==================== uart_tx_stream
### Cell area per tile, uart_tx_stream

Drawn at 4 px/µm. 8 x 9 tiles, from black (low) to pale yellow (high), 0 to 100% covered.
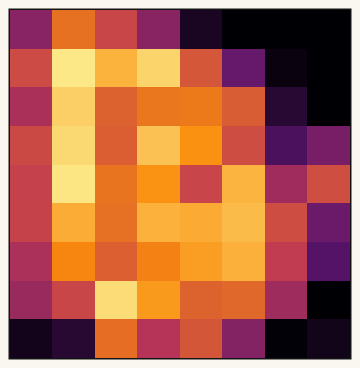

`config.mk`:
```
export PLATFORM = sky130hd
export DESIGN_NAME = uart_tx_stream
export DESIGN_NICKNAME = d
export VERILOG_FILES = /design/src/rtl/uart_pkg.sv /design/src/rtl/uart_sync_fifo.sv /design/src/rtl/uart_tx_stream.sv
export SDC_FILE = /design/constraint.sdc
export NUM_CORES = 1
export LEC_CHECK = 0
export ABC_AREA = 1
export CAP_MARGIN = 20
export CORE_AREA = 2 2 83 85
export DETAILED_ROUTE_END_ITERATION = 12
export DIE_AREA = 0 0 85 87
export PLACE_DENSITY = 0.76
export SLEW_MARGIN = 5
export SYNTH_ARGS = -nofsm -noshare
export SYNTH_HDL_FRONTEND = slang
export SYNTH_SLANG_ARGS = --single-unit
```
`constraint.sdc`:
```
create_clock -name clk -period 2.9 [get_ports clk]
set_input_delay 0.58 -clock clk [delete_from_list [all_inputs] [get_ports clk]]
set_output_delay 0.58 -clock clk [all_outputs]
set_load 0.005 [all_outputs]
```
`src/rtl/uart_pkg.sv`:
```
// uart_pkg: items shared by the UART TX block and the future RX block.
//   - PARITY_* : values of the PARITY parameter
//   - tx_state_e : TX frame FSM state encoding
//   - clog2 : ceil(log2(v)), used to size counters and pointers
package uart_pkg;

  localparam int PARITY_NONE = 0;
  localparam int PARITY_ODD  = 1;
  localparam int PARITY_EVEN = 2;

  typedef enum logic [2:0] {
    ST_IDLE,
    ST_START,
    ST_DATA,
    ST_PARITY,
    ST_STOP
  } tx_state_e;

  function automatic int clog2(input int v);
    int r;
    r = 0;
    while ((1 << r) < v) r++;
    return r;
  endfunction

endpackage

```
`src/rtl/uart_sync_fifo.sv`:
```
// uart_sync_fifo: single-clock FIFO.
// Ports:
//   clk, rst_n    clock, async active-low reset (flushes the FIFO)
//   push, wdata   write request; ignored while full
//   pop           read request; ignored while empty
//   rdata         head entry (valid while !empty)
//   full, empty   full is registered; empty decodes the registered level
//   level         occupancy 0..DEPTH
module uart_sync_fifo import uart_pkg::*; #(
  parameter int WIDTH = 8,
  parameter int DEPTH = 4,
  localparam int AW   = clog2(DEPTH)
) (
  input  logic             clk,
  input  logic             rst_n,
  input  logic             push,
  input  logic [WIDTH-1:0] wdata,
  input  logic             pop,
  output logic [WIDTH-1:0] rdata,
  output logic             full,
  output logic             empty,
  output logic [AW:0]      level
);

  logic [WIDTH-1:0] mem [DEPTH];
  logic [AW-1:0]    wptr, rptr;
  logic             do_push, do_pop;
  logic [AW:0]      level_nxt;

  // A push while full is dropped even if a pop happens in the same cycle.
  assign do_push = push & ~full;
  assign do_pop  = pop & ~empty;
  assign empty   = (level == '0);
  assign rdata   = mem[rptr];

  always_comb begin
    level_nxt = level;
    case ({do_push, do_pop})
      2'b10:   level_nxt = level + 1'b1;
      2'b01:   level_nxt = level - 1'b1;
      default: level_nxt = level;
    endcase
  end

  always_ff @(posedge clk or negedge rst_n) begin
    if (!rst_n) begin
      wptr  <= '0;
      rptr  <= '0;
      level <= '0;
      full  <= 1'b0;
    end else begin
      if (do_push) wptr <= wptr + 1'b1;
      if (do_pop)  rptr <= rptr + 1'b1;
      level <= level_nxt;
      full  <= (level_nxt == (AW+1)'(DEPTH));
    end
  end

  // Storage needs no reset: the pointers define what is valid.
  always_ff @(posedge clk) begin
    if (do_push) mem[wptr] <= wdata;
  end

endmodule

```
`src/rtl/uart_tx_stream.sv`:
```
// uart_tx_stream: parametrised UART transmitter with a TX FIFO.
// Frames (start, DATA_BITS LSB first, optional parity, STOP_BITS stops)
// are sent back-to-back while the FIFO holds words.
// Ports:
//   clk, rst_n      clock, async active-low reset (aborts any frame)
//   in_DataByte     word to send, captured when in_Valid & out_Ready
//   in_Valid        write strobe
//   out_Ready       FIFO not full
//   out_DataBit     serial line, idle high
//   out_fBusy       high while any frame bit is driven
//   out_fComplete   pulse on the last cycle of a frame's last stop bit
//   out_fOverflow   pulse after a write attempted while not ready
//   out_Level       FIFO occupancy
module uart_tx_stream import uart_pkg::*; #(
  parameter int CLKS_PER_BIT = 10416,
  parameter int DATA_BITS    = 8,
  parameter int PARITY       = PARITY_NONE,
  parameter int STOP_BITS    = 1,
  parameter int FIFO_DEPTH   = 4
) (
  input  logic                       clk,
  input  logic                       rst_n,
  input  logic [DATA_BITS-1:0]       in_DataByte,
  input  logic                       in_Valid,
  output logic                       out_Ready,
  output logic                       out_DataBit,
  output logic                       out_fBusy,
  output logic                       out_fComplete,
  output logic                       out_fOverflow,
  output logic [clog2(FIFO_DEPTH):0] out_Level
);

  localparam int CW = clog2(CLKS_PER_BIT);
  localparam int BW = clog2(DATA_BITS);
  localparam logic [CW-1:0] CNT_LAST  = CW'(CLKS_PER_BIT - 1);
  localparam logic [CW-1:0] CNT_PEN   = CW'(CLKS_PER_BIT - 2);
  localparam logic [BW-1:0] DATA_LAST = BW'(DATA_BITS - 1);
  localparam logic [BW-1:0] STOP_LAST = BW'(STOP_BITS - 1);

  tx_state_e            state;
  logic [CW-1:0]        cnt;
  logic [BW-1:0]        bidx;   // data bit index, reused to count stop bits
  logic [DATA_BITS-1:0] shreg;
  logic                 par_bit;

  logic                 fifo_full, fifo_empty, pop, bit_end, stop_end, par_calc;
  logic [DATA_BITS-1:0] fifo_rdata;

  uart_sync_fifo #(.WIDTH(DATA_BITS), .DEPTH(FIFO_DEPTH)) u_fifo (
    .clk   (clk),
    .rst_n (rst_n),
    .push  (in_Valid),
    .wdata (in_DataByte),
    .pop   (pop),
    .rdata (fifo_rdata),
    .full  (fifo_full),
    .empty (fifo_empty),
    .level (out_Level)
  );

  assign out_Ready = ~fifo_full;
  assign bit_end   = (cnt == CNT_LAST);
  assign stop_end  = (state == ST_STOP) && (bidx == STOP_LAST) && bit_end;
  // Pop while idle, or on the final stop cycle so the next start bit follows with no gap.
  assign pop       = ~fifo_empty & ((state == ST_IDLE) | stop_end);
  assign par_calc  = (PARITY == PARITY_ODD) ? ~(^fifo_rdata) : ^fifo_rdata;

  always_ff @(posedge clk or negedge rst_n) begin
    if (!rst_n) begin
      state         <= ST_IDLE;
      cnt           <= '0;
      bidx          <= '0;
      shreg         <= '0;
      par_bit       <= 1'b0;
      out_DataBit   <= 1'b1;
      out_fBusy     <= 1'b0;
      out_fComplete <= 1'b0;
      out_fOverflow <= 1'b0;
    end else begin
      out_fOverflow <= in_Valid & fifo_full;
      // Registered one cycle early so the pulse sits on the final stop cycle.
      out_fComplete <= (state == ST_STOP) && (bidx == STOP_LAST) && (cnt == CNT_PEN);
      // Every state change lands on a bit boundary, so this also clears cnt on entry.
      cnt <= (state == ST_IDLE || bit_end) ? '0 : cnt + 1'b1;

      case (state)
        ST_IDLE: begin
          if (pop) begin
            state       <= ST_START;
            shreg       <= fifo_rdata;
            par_bit     <= par_calc;
            bidx        <= '0;
            out_DataBit <= 1'b0;
            out_fBusy   <= 1'b1;
          end
        end
        ST_START: begin
          if (bit_end) begin
            state       <= ST_DATA;
            bidx        <= '0;
            out_DataBit <= shreg[0];
            shreg       <= shreg >> 1;
          end
        end
        ST_DATA: begin
          if (bit_end) begin
            if (bidx == DATA_LAST) begin
              bidx <= '0;
              if (PARITY != PARITY_NONE) begin
                state       <= ST_PARITY;
                out_DataBit <= par_bit;
              end else begin
                state       <= ST_STOP;
                out_DataBit <= 1'b1;
              end
            end else begin
              bidx        <= bidx + 1'b1;
              out_DataBit <= shreg[0];
              shreg       <= shreg >> 1;
            end
          end
        end
        ST_PARITY: begin
          if (bit_end) begin
            state       <= ST_STOP;
            bidx        <= '0;
            out_DataBit <= 1'b1;
          end
        end
        ST_STOP: begin
          if (bit_end) begin
            if (bidx == STOP_LAST) begin
              bidx <= '0;
              if (pop) begin
                state       <= ST_START;
                shreg       <= fifo_rdata;
                par_bit     <= par_calc;
                out_DataBit <= 1'b0;
              end else begin
                state     <= ST_IDLE;
                out_fBusy <= 1'b0;
              end
            end else begin
              bidx <= bidx + 1'b1;
            end
          end
        end
        default: state <= ST_IDLE;
      endcase
    end
  end

endmodule
```
==================== alu_interfaz_serie
### src/rtl/alu_interfaz_serie.sv
`default_nettype none
// +--------------------------------------------------------------------------+
// | alu_interfaz_serie: turns a 3-byte UART frame (A, B, opcode) into ALU    |
// | operands and sends the ALU result byte back to the UART transmitter.     |
// | Optional macro ALU_INTERFAZ_TIMEOUT_EN adds an inter-byte frame timeout. |
// | Revision: 1.0                                                            |
// +--------------------------------------------------------------------------+
module alu_interfaz_serie #(
   parameter int TIMEOUT_CICLOS = 50000000,
   parameter int ANCHO_TIMEOUT  = 26
) (
   input  logic       clk,
   input  logic       rst_n,
   input  logic [7:0] rx_dato,
   input  logic       rx_listo,
   input  logic       tx_ocupado,
   output logic [7:0] tx_dato,
   output logic       tx_inicio,
   output logic [7:0] nr1,
   output logic [7:0] nr2,
   output logic [5:0] operacion,
   input  logic [7:0] resultado,
   output logic       ocupado,
   output logic       descartado
);

   typedef enum logic [2:0] {
      ESP_A     = 3'd0,
      ESP_B     = 3'd1,
      ESP_OP    = 3'd2,
      CALC      = 3'd3,
      ENVIAR    = 3'd4,
      ESPERA_TX = 3'd5
   } estado_t;

   estado_t    r_estado,     w_estado_sig;
   logic [7:0] r_nr1,        w_nr1_sig;
   logic [7:0] r_nr2,        w_nr2_sig;
   logic [5:0] r_operacion,  w_operacion_sig;
   logic [7:0] r_tx_dato,    w_tx_dato_sig;
   logic       r_tx_inicio,  w_tx_inicio_sig;
   logic       r_descartado, w_descartado_sig;
   logic       r_visto,      w_visto_sig;
   logic [1:0] r_espera,     w_espera_sig;
   logic       w_timeout;
   logic       w_ocupado;

   generate
      if ((64'd1 << ANCHO_TIMEOUT) <= 64'(TIMEOUT_CICLOS)) begin : g_chk_ancho
         $error("ANCHO_TIMEOUT too narrow for TIMEOUT_CICLOS");
      end
   endgenerate

`ifdef ALU_INTERFAZ_TIMEOUT_EN
   localparam logic [ANCHO_TIMEOUT-1:0] c_limite = ANCHO_TIMEOUT'(TIMEOUT_CICLOS - 1);

   logic [ANCHO_TIMEOUT-1:0] r_cuenta;
   logic                     w_cuenta_act;

   // Count only idle cycles inside a partial frame; anything else clears.
   assign w_cuenta_act = ((r_estado == ESP_B) || (r_estado == ESP_OP)) && !rx_listo;
   assign w_timeout    = w_cuenta_act && (r_cuenta == c_limite);

   always_ff @(posedge clk or negedge rst_n) begin
      if (!rst_n)
         r_cuenta <= '0;
      else if (w_cuenta_act && !w_timeout)
         r_cuenta <= r_cuenta + 1'b1;
      else
         r_cuenta <= '0;
   end
`else
   assign w_timeout = 1'b0;
`endif

   always_ff @(posedge clk or negedge rst_n) begin
      if (!rst_n) begin
         r_estado     <= ESP_A;
         r_nr1        <= '0;
         r_nr2        <= '0;
         r_operacion  <= '0;
         r_tx_dato    <= '0;
         r_tx_inicio  <= 1'b0;
         r_descartado <= 1'b0;
         r_visto      <= 1'b0;
         r_espera     <= '0;
      end else begin
         r_estado     <= w_estado_sig;
         r_nr1        <= w_nr1_sig;
         r_nr2        <= w_nr2_sig;
         r_operacion  <= w_operacion_sig;
         r_tx_dato    <= w_tx_dato_sig;
         r_tx_inicio  <= w_tx_inicio_sig;
         r_descartado <= w_descartado_sig;
         r_visto      <= w_visto_sig;
         r_espera     <= w_espera_sig;
      end
   end

   always_comb begin
      w_estado_sig     = r_estado;
      w_nr1_sig        = r_nr1;
      w_nr2_sig        = r_nr2;
      w_operacion_sig  = r_operacion;
      w_tx_dato_sig    = r_tx_dato;
      w_tx_inicio_sig  = 1'b0;
      w_descartado_sig = 1'b0;
      w_visto_sig      = r_visto;
      w_espera_sig     = r_espera;

      case (r_estado)
         ESP_A: begin
            if (rx_listo) begin
               w_nr1_sig    = rx_dato;
               w_estado_sig = ESP_B;
            end
         end
         ESP_B: begin
            if (rx_listo) begin
               w_nr2_sig    = rx_dato;
               w_estado_sig = ESP_OP;
            end else if (w_timeout) begin
               w_estado_sig     = ESP_A;
               w_descartado_sig = 1'b1;
            end
         end
         ESP_OP: begin
            if (rx_listo) begin
               w_operacion_sig = rx_dato[5:0];
               w_estado_sig    = CALC;
            end else if (w_timeout) begin
               w_estado_sig     = ESP_A;
               w_descartado_sig = 1'b1;
            end
         end
         // The start pulse is registered, so the free-transmitter decision of
         // ENVIAR is taken here already to reach the result in two cycles.
         CALC: begin
            w_descartado_sig = rx_listo;
            w_tx_dato_sig    = resultado;
            if (!tx_ocupado) begin
               w_tx_inicio_sig = 1'b1;
               w_visto_sig     = 1'b0;
               w_espera_sig    = '0;
               w_estado_sig    = ESPERA_TX;
            end else begin
               w_estado_sig    = ENVIAR;
            end
         end
         ENVIAR: begin
            w_descartado_sig = rx_listo;
            if (!tx_ocupado) begin
               w_tx_inicio_sig = 1'b1;
               w_visto_sig     = 1'b0;
               w_espera_sig    = '0;
               w_estado_sig    = ESPERA_TX;
            end
         end
         ESPERA_TX: begin
            w_descartado_sig = rx_listo;
            if (tx_ocupado)
               w_visto_sig = 1'b1;
            else if (r_visto || (r_espera == 2'd2))
               w_estado_sig = ESP_A;
            else
               w_espera_sig = r_espera + 2'd1;
         end
         default: w_estado_sig = ESP_A;
      endcase
   end

   assign w_ocupado  = (r_estado == CALC) || (r_estado == ENVIAR) || (r_estado == ESPERA_TX);

   assign nr1        = r_nr1;
   assign nr2        = r_nr2;
   assign operacion  = r_operacion;
   assign tx_dato    = r_tx_dato;
   assign tx_inicio  = r_tx_inicio;
   assign descartado = r_descartado;
   assign ocupado    = w_ocupado;

endmodule
`default_nettype wire

### config.mk
export PLATFORM = sky130hd
export DESIGN_NAME = alu_interfaz_serie
export DESIGN_NICKNAME = d
export VERILOG_FILES = /design/src/rtl/alu_interfaz_serie.sv
export SDC_FILE = /design/constraint.sdc
export NUM_CORES = 1
export LEC_CHECK = 0
export CAP_MARGIN = 20
export CELL_PAD_IN_SITES_DETAIL_PLACEMENT = 0
export CELL_PAD_IN_SITES_GLOBAL_PLACEMENT = 1
export CORE_ASPECT_RATIO = 0.8
export CORE_UTILIZATION = 35
export CTS_CLUSTER_SIZE = 28
export DETAILED_ROUTE_END_ITERATION = 16
export HOLD_SLACK_MARGIN = 0.06
export PLACE_DENSITY_LB_ADDON = 0.1
export SLEW_MARGIN = 30
export SYNTH_ARGS = -nofsm -noshare
export SYNTH_HDL_FRONTEND = slang
export SYNTH_SLANG_ARGS = --single-unit
### constraint.sdc
create_clock -name clk -period 2.4 [get_ports clk]
set_clock_uncertainty 0.15 [all_clocks]
set_input_delay 0.72 -clock clk [delete_from_list [all_inputs] [get_ports clk]]
set_output_delay 0.72 -clock clk [all_outputs]
set_load 0.01 [all_outputs]
==================== gpr_dump_reader
**src/rtl/gpr_dump_reader.sv**
```systemverilog
// Debug-side GPR dump: walks the registers selected by a mask through one regfile
// read port and streams {addr,data,last} beats on a valid/ready interface.
module gpr_dump_reader #(
  parameter int DATA_W     = 32,
  parameter int ADDR_W     = 5,
  parameter int NUM_REGS   = 32,
  parameter int INCLUDE_R0 = 0
) (
  input  logic                clk,
  input  logic                rst_n,
  input  logic                start,
  input  logic                abort,
  input  logic [NUM_REGS-1:0] sel_mask,
  output logic [ADDR_W-1:0]   rf_rd_addr,
  input  logic [DATA_W-1:0]   rf_rd_data,
  output logic                out_valid,
  input  logic                out_ready,
  output logic [ADDR_W-1:0]   out_addr,
  output logic [DATA_W-1:0]   out_data,
  output logic                out_last,
  output logic                busy,
  output logic                done
);

  // state | meaning
  // IDLE  | waiting for start
  // SCAN  | capturing one selected register per free output slot
  // DRAIN | final beat captured, waiting for its handshake
  typedef enum logic [1:0] {IDLE, SCAN, DRAIN} state_t;

  state_t              state_q, state_d;
  logic [NUM_REGS-1:0] pending_q, pending_d;
  logic [ADDR_W-1:0]   idx_q, idx_d;
  logic                out_valid_q, out_valid_d;
  logic [ADDR_W-1:0]   out_addr_q, out_addr_d;
  logic [DATA_W-1:0]   out_data_q, out_data_d;
  logic                out_last_q, out_last_d;
  logic                done_q, done_d;
  logic [NUM_REGS-1:0] start_mask;
  logic [NUM_REGS-1:0] rest;
  logic                slot_free;

  function automatic logic [ADDR_W-1:0] lowest_set(input logic [NUM_REGS-1:0] v);
    logic [ADDR_W-1:0] r;
    r = '0;
    for (int i = NUM_REGS - 1; i >= 0; i--) begin
      if (v[i]) r = ADDR_W'(i);
    end
    return r;
  endfunction

  always_comb begin
    start_mask = sel_mask;
    if (INCLUDE_R0 == 0) start_mask[0] = 1'b0;
  end

  // Registers still to dump once the current index is captured.
  assign rest      = pending_q & ~(NUM_REGS'(1) << idx_q);
  assign slot_free = !out_valid_q || out_ready;

  always_comb begin
    state_d     = state_q;
    pending_d   = pending_q;
    idx_d       = idx_q;
    out_valid_d = out_valid_q;
    out_addr_d  = out_addr_q;
    out_data_d  = out_data_q;
    out_last_d  = out_last_q;
    done_d      = 1'b0;
    if (abort) begin
      state_d     = IDLE;
      pending_d   = '0;
      out_valid_d = 1'b0;
      out_last_d  = 1'b0;
    end else begin
      case (state_q)
        IDLE: begin
          if (start) begin
            if (start_mask == '0) begin
              done_d = 1'b1;
            end else begin
              pending_d = start_mask;
              idx_d     = lowest_set(start_mask);
              state_d   = SCAN;
            end
          end
        end
        SCAN: begin
          if (slot_free) begin
            out_valid_d = 1'b1;
            out_addr_d  = idx_q;
            out_data_d  = rf_rd_data;
            out_last_d  = (rest == '0);
            pending_d   = rest;
            if (rest == '0) state_d = DRAIN;
            else            idx_d   = lowest_set(rest);
          end
        end
        DRAIN: begin
          if (out_valid_q && out_ready) begin
            out_valid_d = 1'b0;
            out_last_d  = 1'b0;
            done_d      = 1'b1;
            state_d     = IDLE;
          end
        end
        default: state_d = IDLE;
      endcase
    end
  end

  always_ff @(posedge clk or negedge rst_n) begin
    if (!rst_n) begin
      state_q     <= IDLE;
      pending_q   <= '0;
      idx_q       <= '0;
      out_valid_q <= 1'b0;
      out_addr_q  <= '0;
      out_data_q  <= '0;
      out_last_q  <= 1'b0;
      done_q      <= 1'b0;
    end else begin
      state_q     <= state_d;
      pending_q   <= pending_d;
      idx_q       <= idx_d;
      out_valid_q <= out_valid_d;
      out_addr_q  <= out_addr_d;
      out_data_q  <= out_data_d;
      out_last_q  <= out_last_d;
      done_q      <= done_d;
    end
  end

  assign rf_rd_addr = idx_q;
  assign out_valid  = out_valid_q;
  assign out_addr   = out_addr_q;
  assign out_data   = out_data_q;
  assign out_last   = out_last_q;
  assign busy       = (state_q != IDLE);
  assign done       = done_q;

endmodule

```
**config.mk**
```make
export PLATFORM = sky130hd
export DESIGN_NAME = gpr_dump_reader
export DESIGN_NICKNAME = d
export VERILOG_FILES = /design/src/rtl/gpr_dump_reader.sv
export SDC_FILE = /design/constraint.sdc
export NUM_CORES = 1
export LEC_CHECK = 0
export CAP_MARGIN = 5
export CELL_PAD_IN_SITES_DETAIL_PLACEMENT = 1
export CELL_PAD_IN_SITES_GLOBAL_PLACEMENT = 2
export CORE_UTILIZATION = 29
export CTS_CLUSTER_SIZE = 16
export DETAILED_ROUTE_END_ITERATION = 10
export PLACE_DENSITY = 0.79
export SLEW_MARGIN = 20
export SYNTH_ARGS = -nofsm -noshare
export SYNTH_HDL_FRONTEND = slang
export SYNTH_SLANG_ARGS = --single-unit
```
**constraint.sdc**
```tcl
create_clock -name clk -period 3.25 [get_ports clk]
set_input_delay 0.325 -clock clk [delete_from_list [all_inputs] [get_ports clk]]
set_output_delay 0.325 -clock clk [all_outputs]
set_load 0.02 [all_outputs]
```
### Pin placement, alu_interfaz_serie

Drawn at 4 px/µm. Pins as bars across the die edge, other pins in gray.
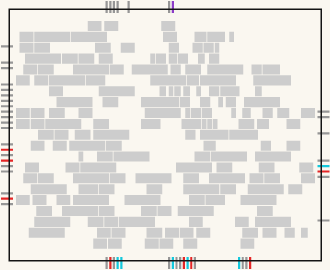
legend:
  red:
    port: nr2
    pins: 8
    direction: output
    edge: 4 south, 3 west, 1 east
  purple:
    port: tx_inicio
    pins: 1
    direction: output
    edge: north
  cyan:
    port: operacion
    pins: 6
    direction: output
    edge: 5 south, 1 east
all pins by edge: 21 west, 17 south, 8 east, 7 north
die height: 62.5 µm
port bufs: 52
Die Wd: 77.6 µm

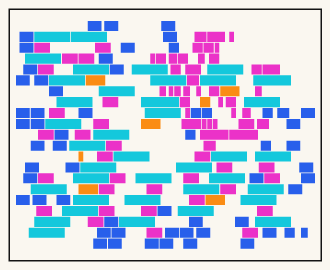
*Placed cells, one color a class, alu_interfaz_serie*
Drawn at 4 px/µm.
legend:
  cyan:
    class: flops
    cells: 38
    share_of_their_area: 43%
  orange:
    class: clock drivers and dummy loads
    cells: 7
    share_of_their_area: 3.6%
  magenta:
    class: combinational and other logic
    cells: 69
    share_of_their_area: 28%
  blue:
    class: other buffers and delay cells
    cells: 59
    share_of_their_area: 25%
Final Util: 0.537
Post-Layout Inst Area: 2300 µm²
Seq/total area: 0.415
core box area: 4280 µm²

==> out/results.tsv, alu_interfaz_serie <==
stage	metric	value	unit
run_status	status	complete, no violations	
final_layout	most instantiated logic cells after routing	clkdlybuf4s50_1, dfrtp_1, mux2_2, buf_4	
synthesis	count of yosys warnings during synthesis	0	
synthesis	synthesized net count	132	
flow_run	count of tool warnings	26	
die	FP Rows	21	
worst_setup_path	CP Launch Type	primary input	
clocking	clock transition at the registers of the reported paths	0.07	ns
final_layout	inverters	3	
final_layout	Non-CTS buffers	59	
timing	Final WS setup	0.206	ns
synthesis	number of enable flip-flop cells	0	
worst_setup_path	worst flop-to-flop path endpoint	nr2[2]$_DFFE_PN0P_	
final_layout	area grow syn2layout	43.7	%
timing	min Tclk post-route	2.19	ns
synthesis	ys cells	111	
-- alu_interfaz_serie: per-layer routing --
layer / GRT usage / share of wire / routed length [µm]
met2: 0.222 / 0.44 / 1480
met5: 0 / 0 / 0
met3: 0.0569 / 0.066 / 224
met4: 0.0778 / 0.020 / 68
met1: 0.212 / 0.48 / 1610
-- alu_interfaz_serie: logic make-up after synthesis --
family | share of synthesized area
muxes | 0.211
buffers and inverters | 0.0203
adders and majority gates | 0.00782
AOI/OAI and AO/OA | 0.0649
and+or+nand+nor | 0.102
DFF | 0.594
-- alu_interfaz_serie: registers in the layout, summed over array words and instances, names as in the netlist --
| name | flops |
|---|---|
| operacion | 6 |
| r_estado | 3 |
| r_espera | 2 |
| nr1 | 8 |
| r_visto | 1 |
| tx_inicio | 1 |
| tx_dato | 8 |
| descartado | 1 |
| nr2 | 8 |
-- alu_interfaz_serie: critical path: cells and delay by family --
kind | cells | cell delay, ns
simple gates | 2 | 0.65
buf+inv | 1 | 0.48
mux | 1 | 0.36
-- alu_interfaz_serie: per-stage QoR --
stage	hold slack (ns)	power, mW
final	0.312	2.98
after global routing	0.374	3.17
after CTS	0.329	3.01
after detailed placement	0.336	2.59
after global placement	0.308	2.55
after floorplan	0.274	1.83
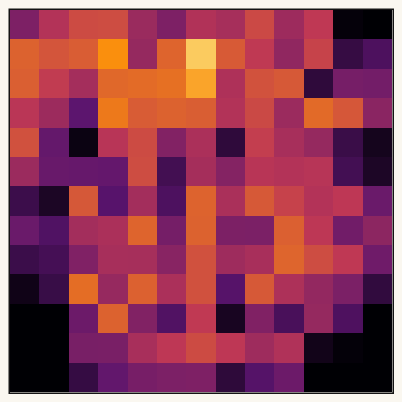
*Cell area per tile, gpr_dump_reader*
Drawn at 3 px/µm. 13 x 13 tiles, from black (low) to pale yellow (high), 0 to 100% covered.
fullest tile: 89%
nearly empty tiles: 8.3%
mean over tiles: 38%
tiles over 75% full: 1.8%
Final Util: 0.423
Initial Util: 0.299
core box area: 15300 µm²

==> out/results.tsv, gpr_dump_reader <==
stage	metric	value	unit
routing	# DRC	0	
worst_setup_path	highest net fanout along the worst path	15	
final_layout	Post-Layout Inst Area	6460	µm²
run_status	status	complete, no violations	
final_layout	diodes inserted	0	
placement	dpl cell area	6140	µm²
final_layout	clk tree area frac	0.0479	
synthesis	Top non-seq family	AND-OR/OR-AND gates	
worst_setup_path	crit path kind	in2reg	
routing	Starting DRT DRC Count	162	
final_layout	clock buf count	9	
timing	fin crit share	0.847	
clocking	H-tree levels	3	
die	Die Wd	127	µm
timing	RSZ-0062 raised after global routing	false	
==> gpr_dump_reader: registers in the layout (all words and copies together), names as in the netlist <==
name,cells
pending_q,32
state_q,2
out_last,1
out_data,32
done,1
out_valid,1
rf_rd_addr,5
out_addr,5
==> gpr_dump_reader: Yosys cell counts (all sizes together) (8+ instances only) <==
library cell and number:
a22oi 10, nand2 39, o21ai 50, nor4 13, a211oi 22, nor3 28
buf 12, a21oi 22, nor2b 8, nor2 71, dfrtp 79, mux2 40
nand2b 9, inv 12, clkbuf 20
==> gpr_dump_reader: power breakdown <==
group,internal (mW),switching [mW]
Combinational,0.573,0.640
Clock,0.612,0.467
Sequential,1.14,0.123
Total,2.32,1.23
==> gpr_dump_reader: per-stage QoR <==
stage / util / setup slack [ns]
2_1_floorplan: - / 0.840
3_3_place_gp: 0.403 / 0.257
3_5_place_dp: 0.403 / 0.125
4_1_cts: 0.423 / 0.480
5_1_grt: 0.423 / 0.256
6_report: 0.423 / 0.499
==> gpr_dump_reader: critical path, delay by kind of cell <==
kind / cells / cell delay, ns
AND/OR/NAND/NOR: 4 / 0.89
AND-OR/OR-AND: 3 / 0.59
buffers and inverters: 4 / 1.17
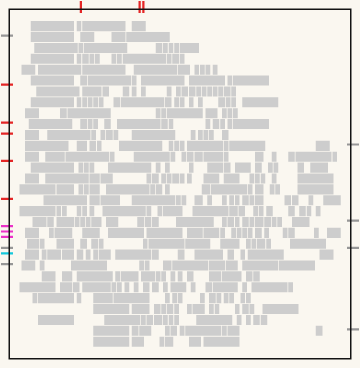
*Pin placement, uart_tx_stream*
Drawn at 4 px/µm. Pins as bars across the die edge, other pins in gray.
legend:
  cyan:
    port: in_Valid
    pins: 1
    direction: input
    edge: west
  red:
    port: in_DataByte
    pins: 8
    direction: input
    edge: 5 west, 3 north
  magenta:
    port: out_Level
    pins: 3
    direction: output
    edge: west
Die Wd: 85 µm
port bufs: 18

Notes on 'Cell area per tile' of uart_tx_stream above:
fullest tile: 95%
tiles over 75% full: 25%
emptiest ninth of the die: north-east
mean over tiles: 52%
Final Util: 0.598
Initial Util: 0.526
core box area: 6570 µm²

==> out/results.tsv, uart_tx_stream <==
stage	metric	value	unit
run_status	status	complete, no violations	
synthesis	yosys simple share	0.255	
final_layout	number of flip-flops in the largest register	32	
worst_setup_path	highest net fanout along the worst path	7	
grt	first-pass GRT wire length	10500	µm
clocking	TritonCTS buffer count	9	
final_layout	Biggest register	u_fifo.mem	
clocking	Setup Fix Bufs, Post-CTS	0	
synthesis	XOR-XNOR Cells, Area Fraction	0.0253	
placement	Placed Cells	467	
synthesis	Top non-seq family	simple AND/OR/NAND/NOR gates	
worst_setup_path	crit path cell chain	ha_1 > nand2_1 > nor2_4 > nand2_4 > nor2_8 > nand2_4 > nand2_4 > ha_1 > inv_1 > fa_1 > a21oi_1 > o21ai_0 > xnor2_1 > nor3b_1	
routing	# DRC	0	
pwr	leakage	1.76	nW
final_layout	Area-dominant class	flip-flops and latches	
pwr	pwr/cell area	864	nW/µm²
timing	Slew headroom	0.408	
synthesis	post-synth top area share	0.282	
synthesis	number of enable flip-flop cells	32	
worst_setup_path	FF-to-FF path depth	14	
flow_run	max cap viols	0	
synthesis	Cell Area, Synth	3460	µm²
worst_setup_path	Worst path slowest cell	fa_1	
placement	worst slack, placed	0.230	ns
die	IO Pins	19	
synthesis	top cells by count	nand2_1, nor2_1, dfrtp_1	
final_layout	most instantiated logic cells after routing	nand2_1, nor2_1, dfrtp_1, inv_1, edfxtp_1	
final_layout	clk tree area frac	0.0475	
grt	total congestion overflow	0	
final_layout	logic share of the area	0.335	
==> uart_tx_stream: kinds of logic (layout without fill, tap and decap cells) <==
group,count (synthesis),count (layout)
flip-flops,72,72
XOR/XNOR,10,10
buffers and inverters,45,79
AND-OR/OR-AND,40,40
adder cells (fa/ha/maj),11,11
AND/OR/NAND/NOR,191,191
==> uart_tx_stream: metrics by stage <==
stage / power (mW) / util / cell area, µm²
finish: 3.39 / 0.598 / 3930
global route: 3.65 / 0.598 / 3930
CTS: 3.41 / 0.598 / 3930
detailed placement: 2.65 / 0.570 / 3740
global placement: 2.62 / 0.570 / 3740
floorplan: 2.31 / - / 3460
==> uart_tx_stream: layer usage <==
layer | global-route usage | share of wire | vias up
met5 | 0 | 0 | -
met4 | 0.0909 | 0.021 | 0
met3 | 0.0436 | 0.037 | 11
met2 | 0.291 | 0.46 | 50
met1 | 0.242 | 0.48 | 1168
li1 | - | - | 1250
==> uart_tx_stream: power by group <==
| group | switching [mW] | total (mW) | internal, mW |
|---|---|---|---|
| clock network | 0.427 | 0.754 | 0.328 |
| logic | 0.743 | 1.17 | 0.427 |
| registers | 0.174 | 1.47 | 1.29 |
| total | 1.34 | 3.39 | 2.05 |

==> screenshots <==
The clock network.
shot_01.png
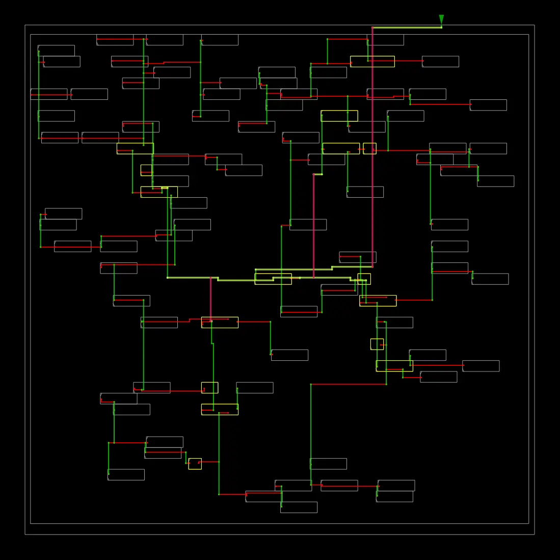
shot_02.png
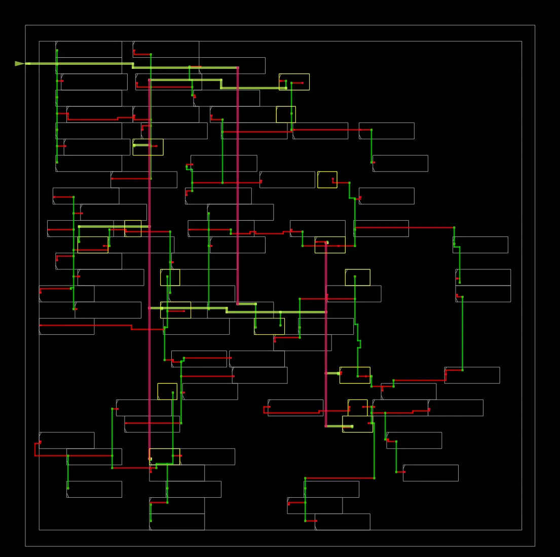
shot_03.png
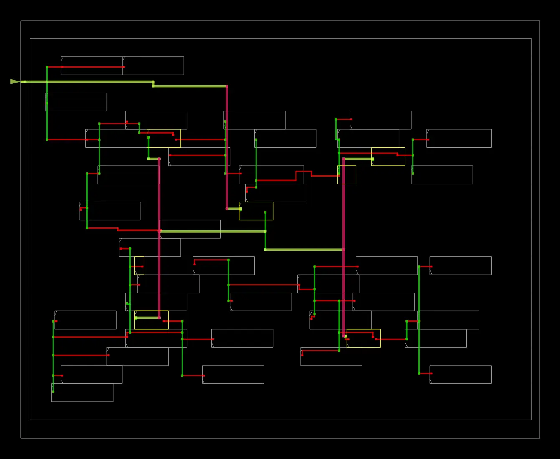
The one with the fewest clock buffers is shot_03.png.
The one with the fewest sequential cells is shot_03.png.
shot_02.png: uart_tx_stream
shot_03.png: alu_interfaz_serie
shot_01.png: gpr_dump_reader



==> notes/layouts.md <==
Pictures saved along the way, in no particular order.

Signal wires by layer.
image #1
Drawn at 3 px/µm.
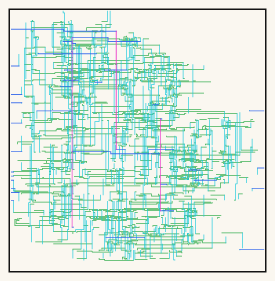
image #2
Drawn at 4 px/µm.
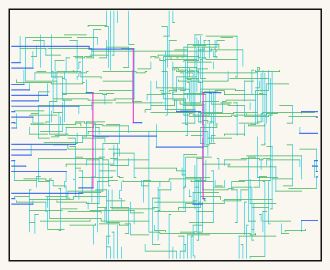
image #3
Drawn at 2 px/µm.
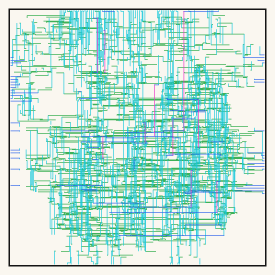
- image #2 = alu_interfaz_serie
- image #3 = gpr_dump_reader
- image #1 = uart_tx_stream

No activity file was given, so power comes from the tool's default toggle rates.
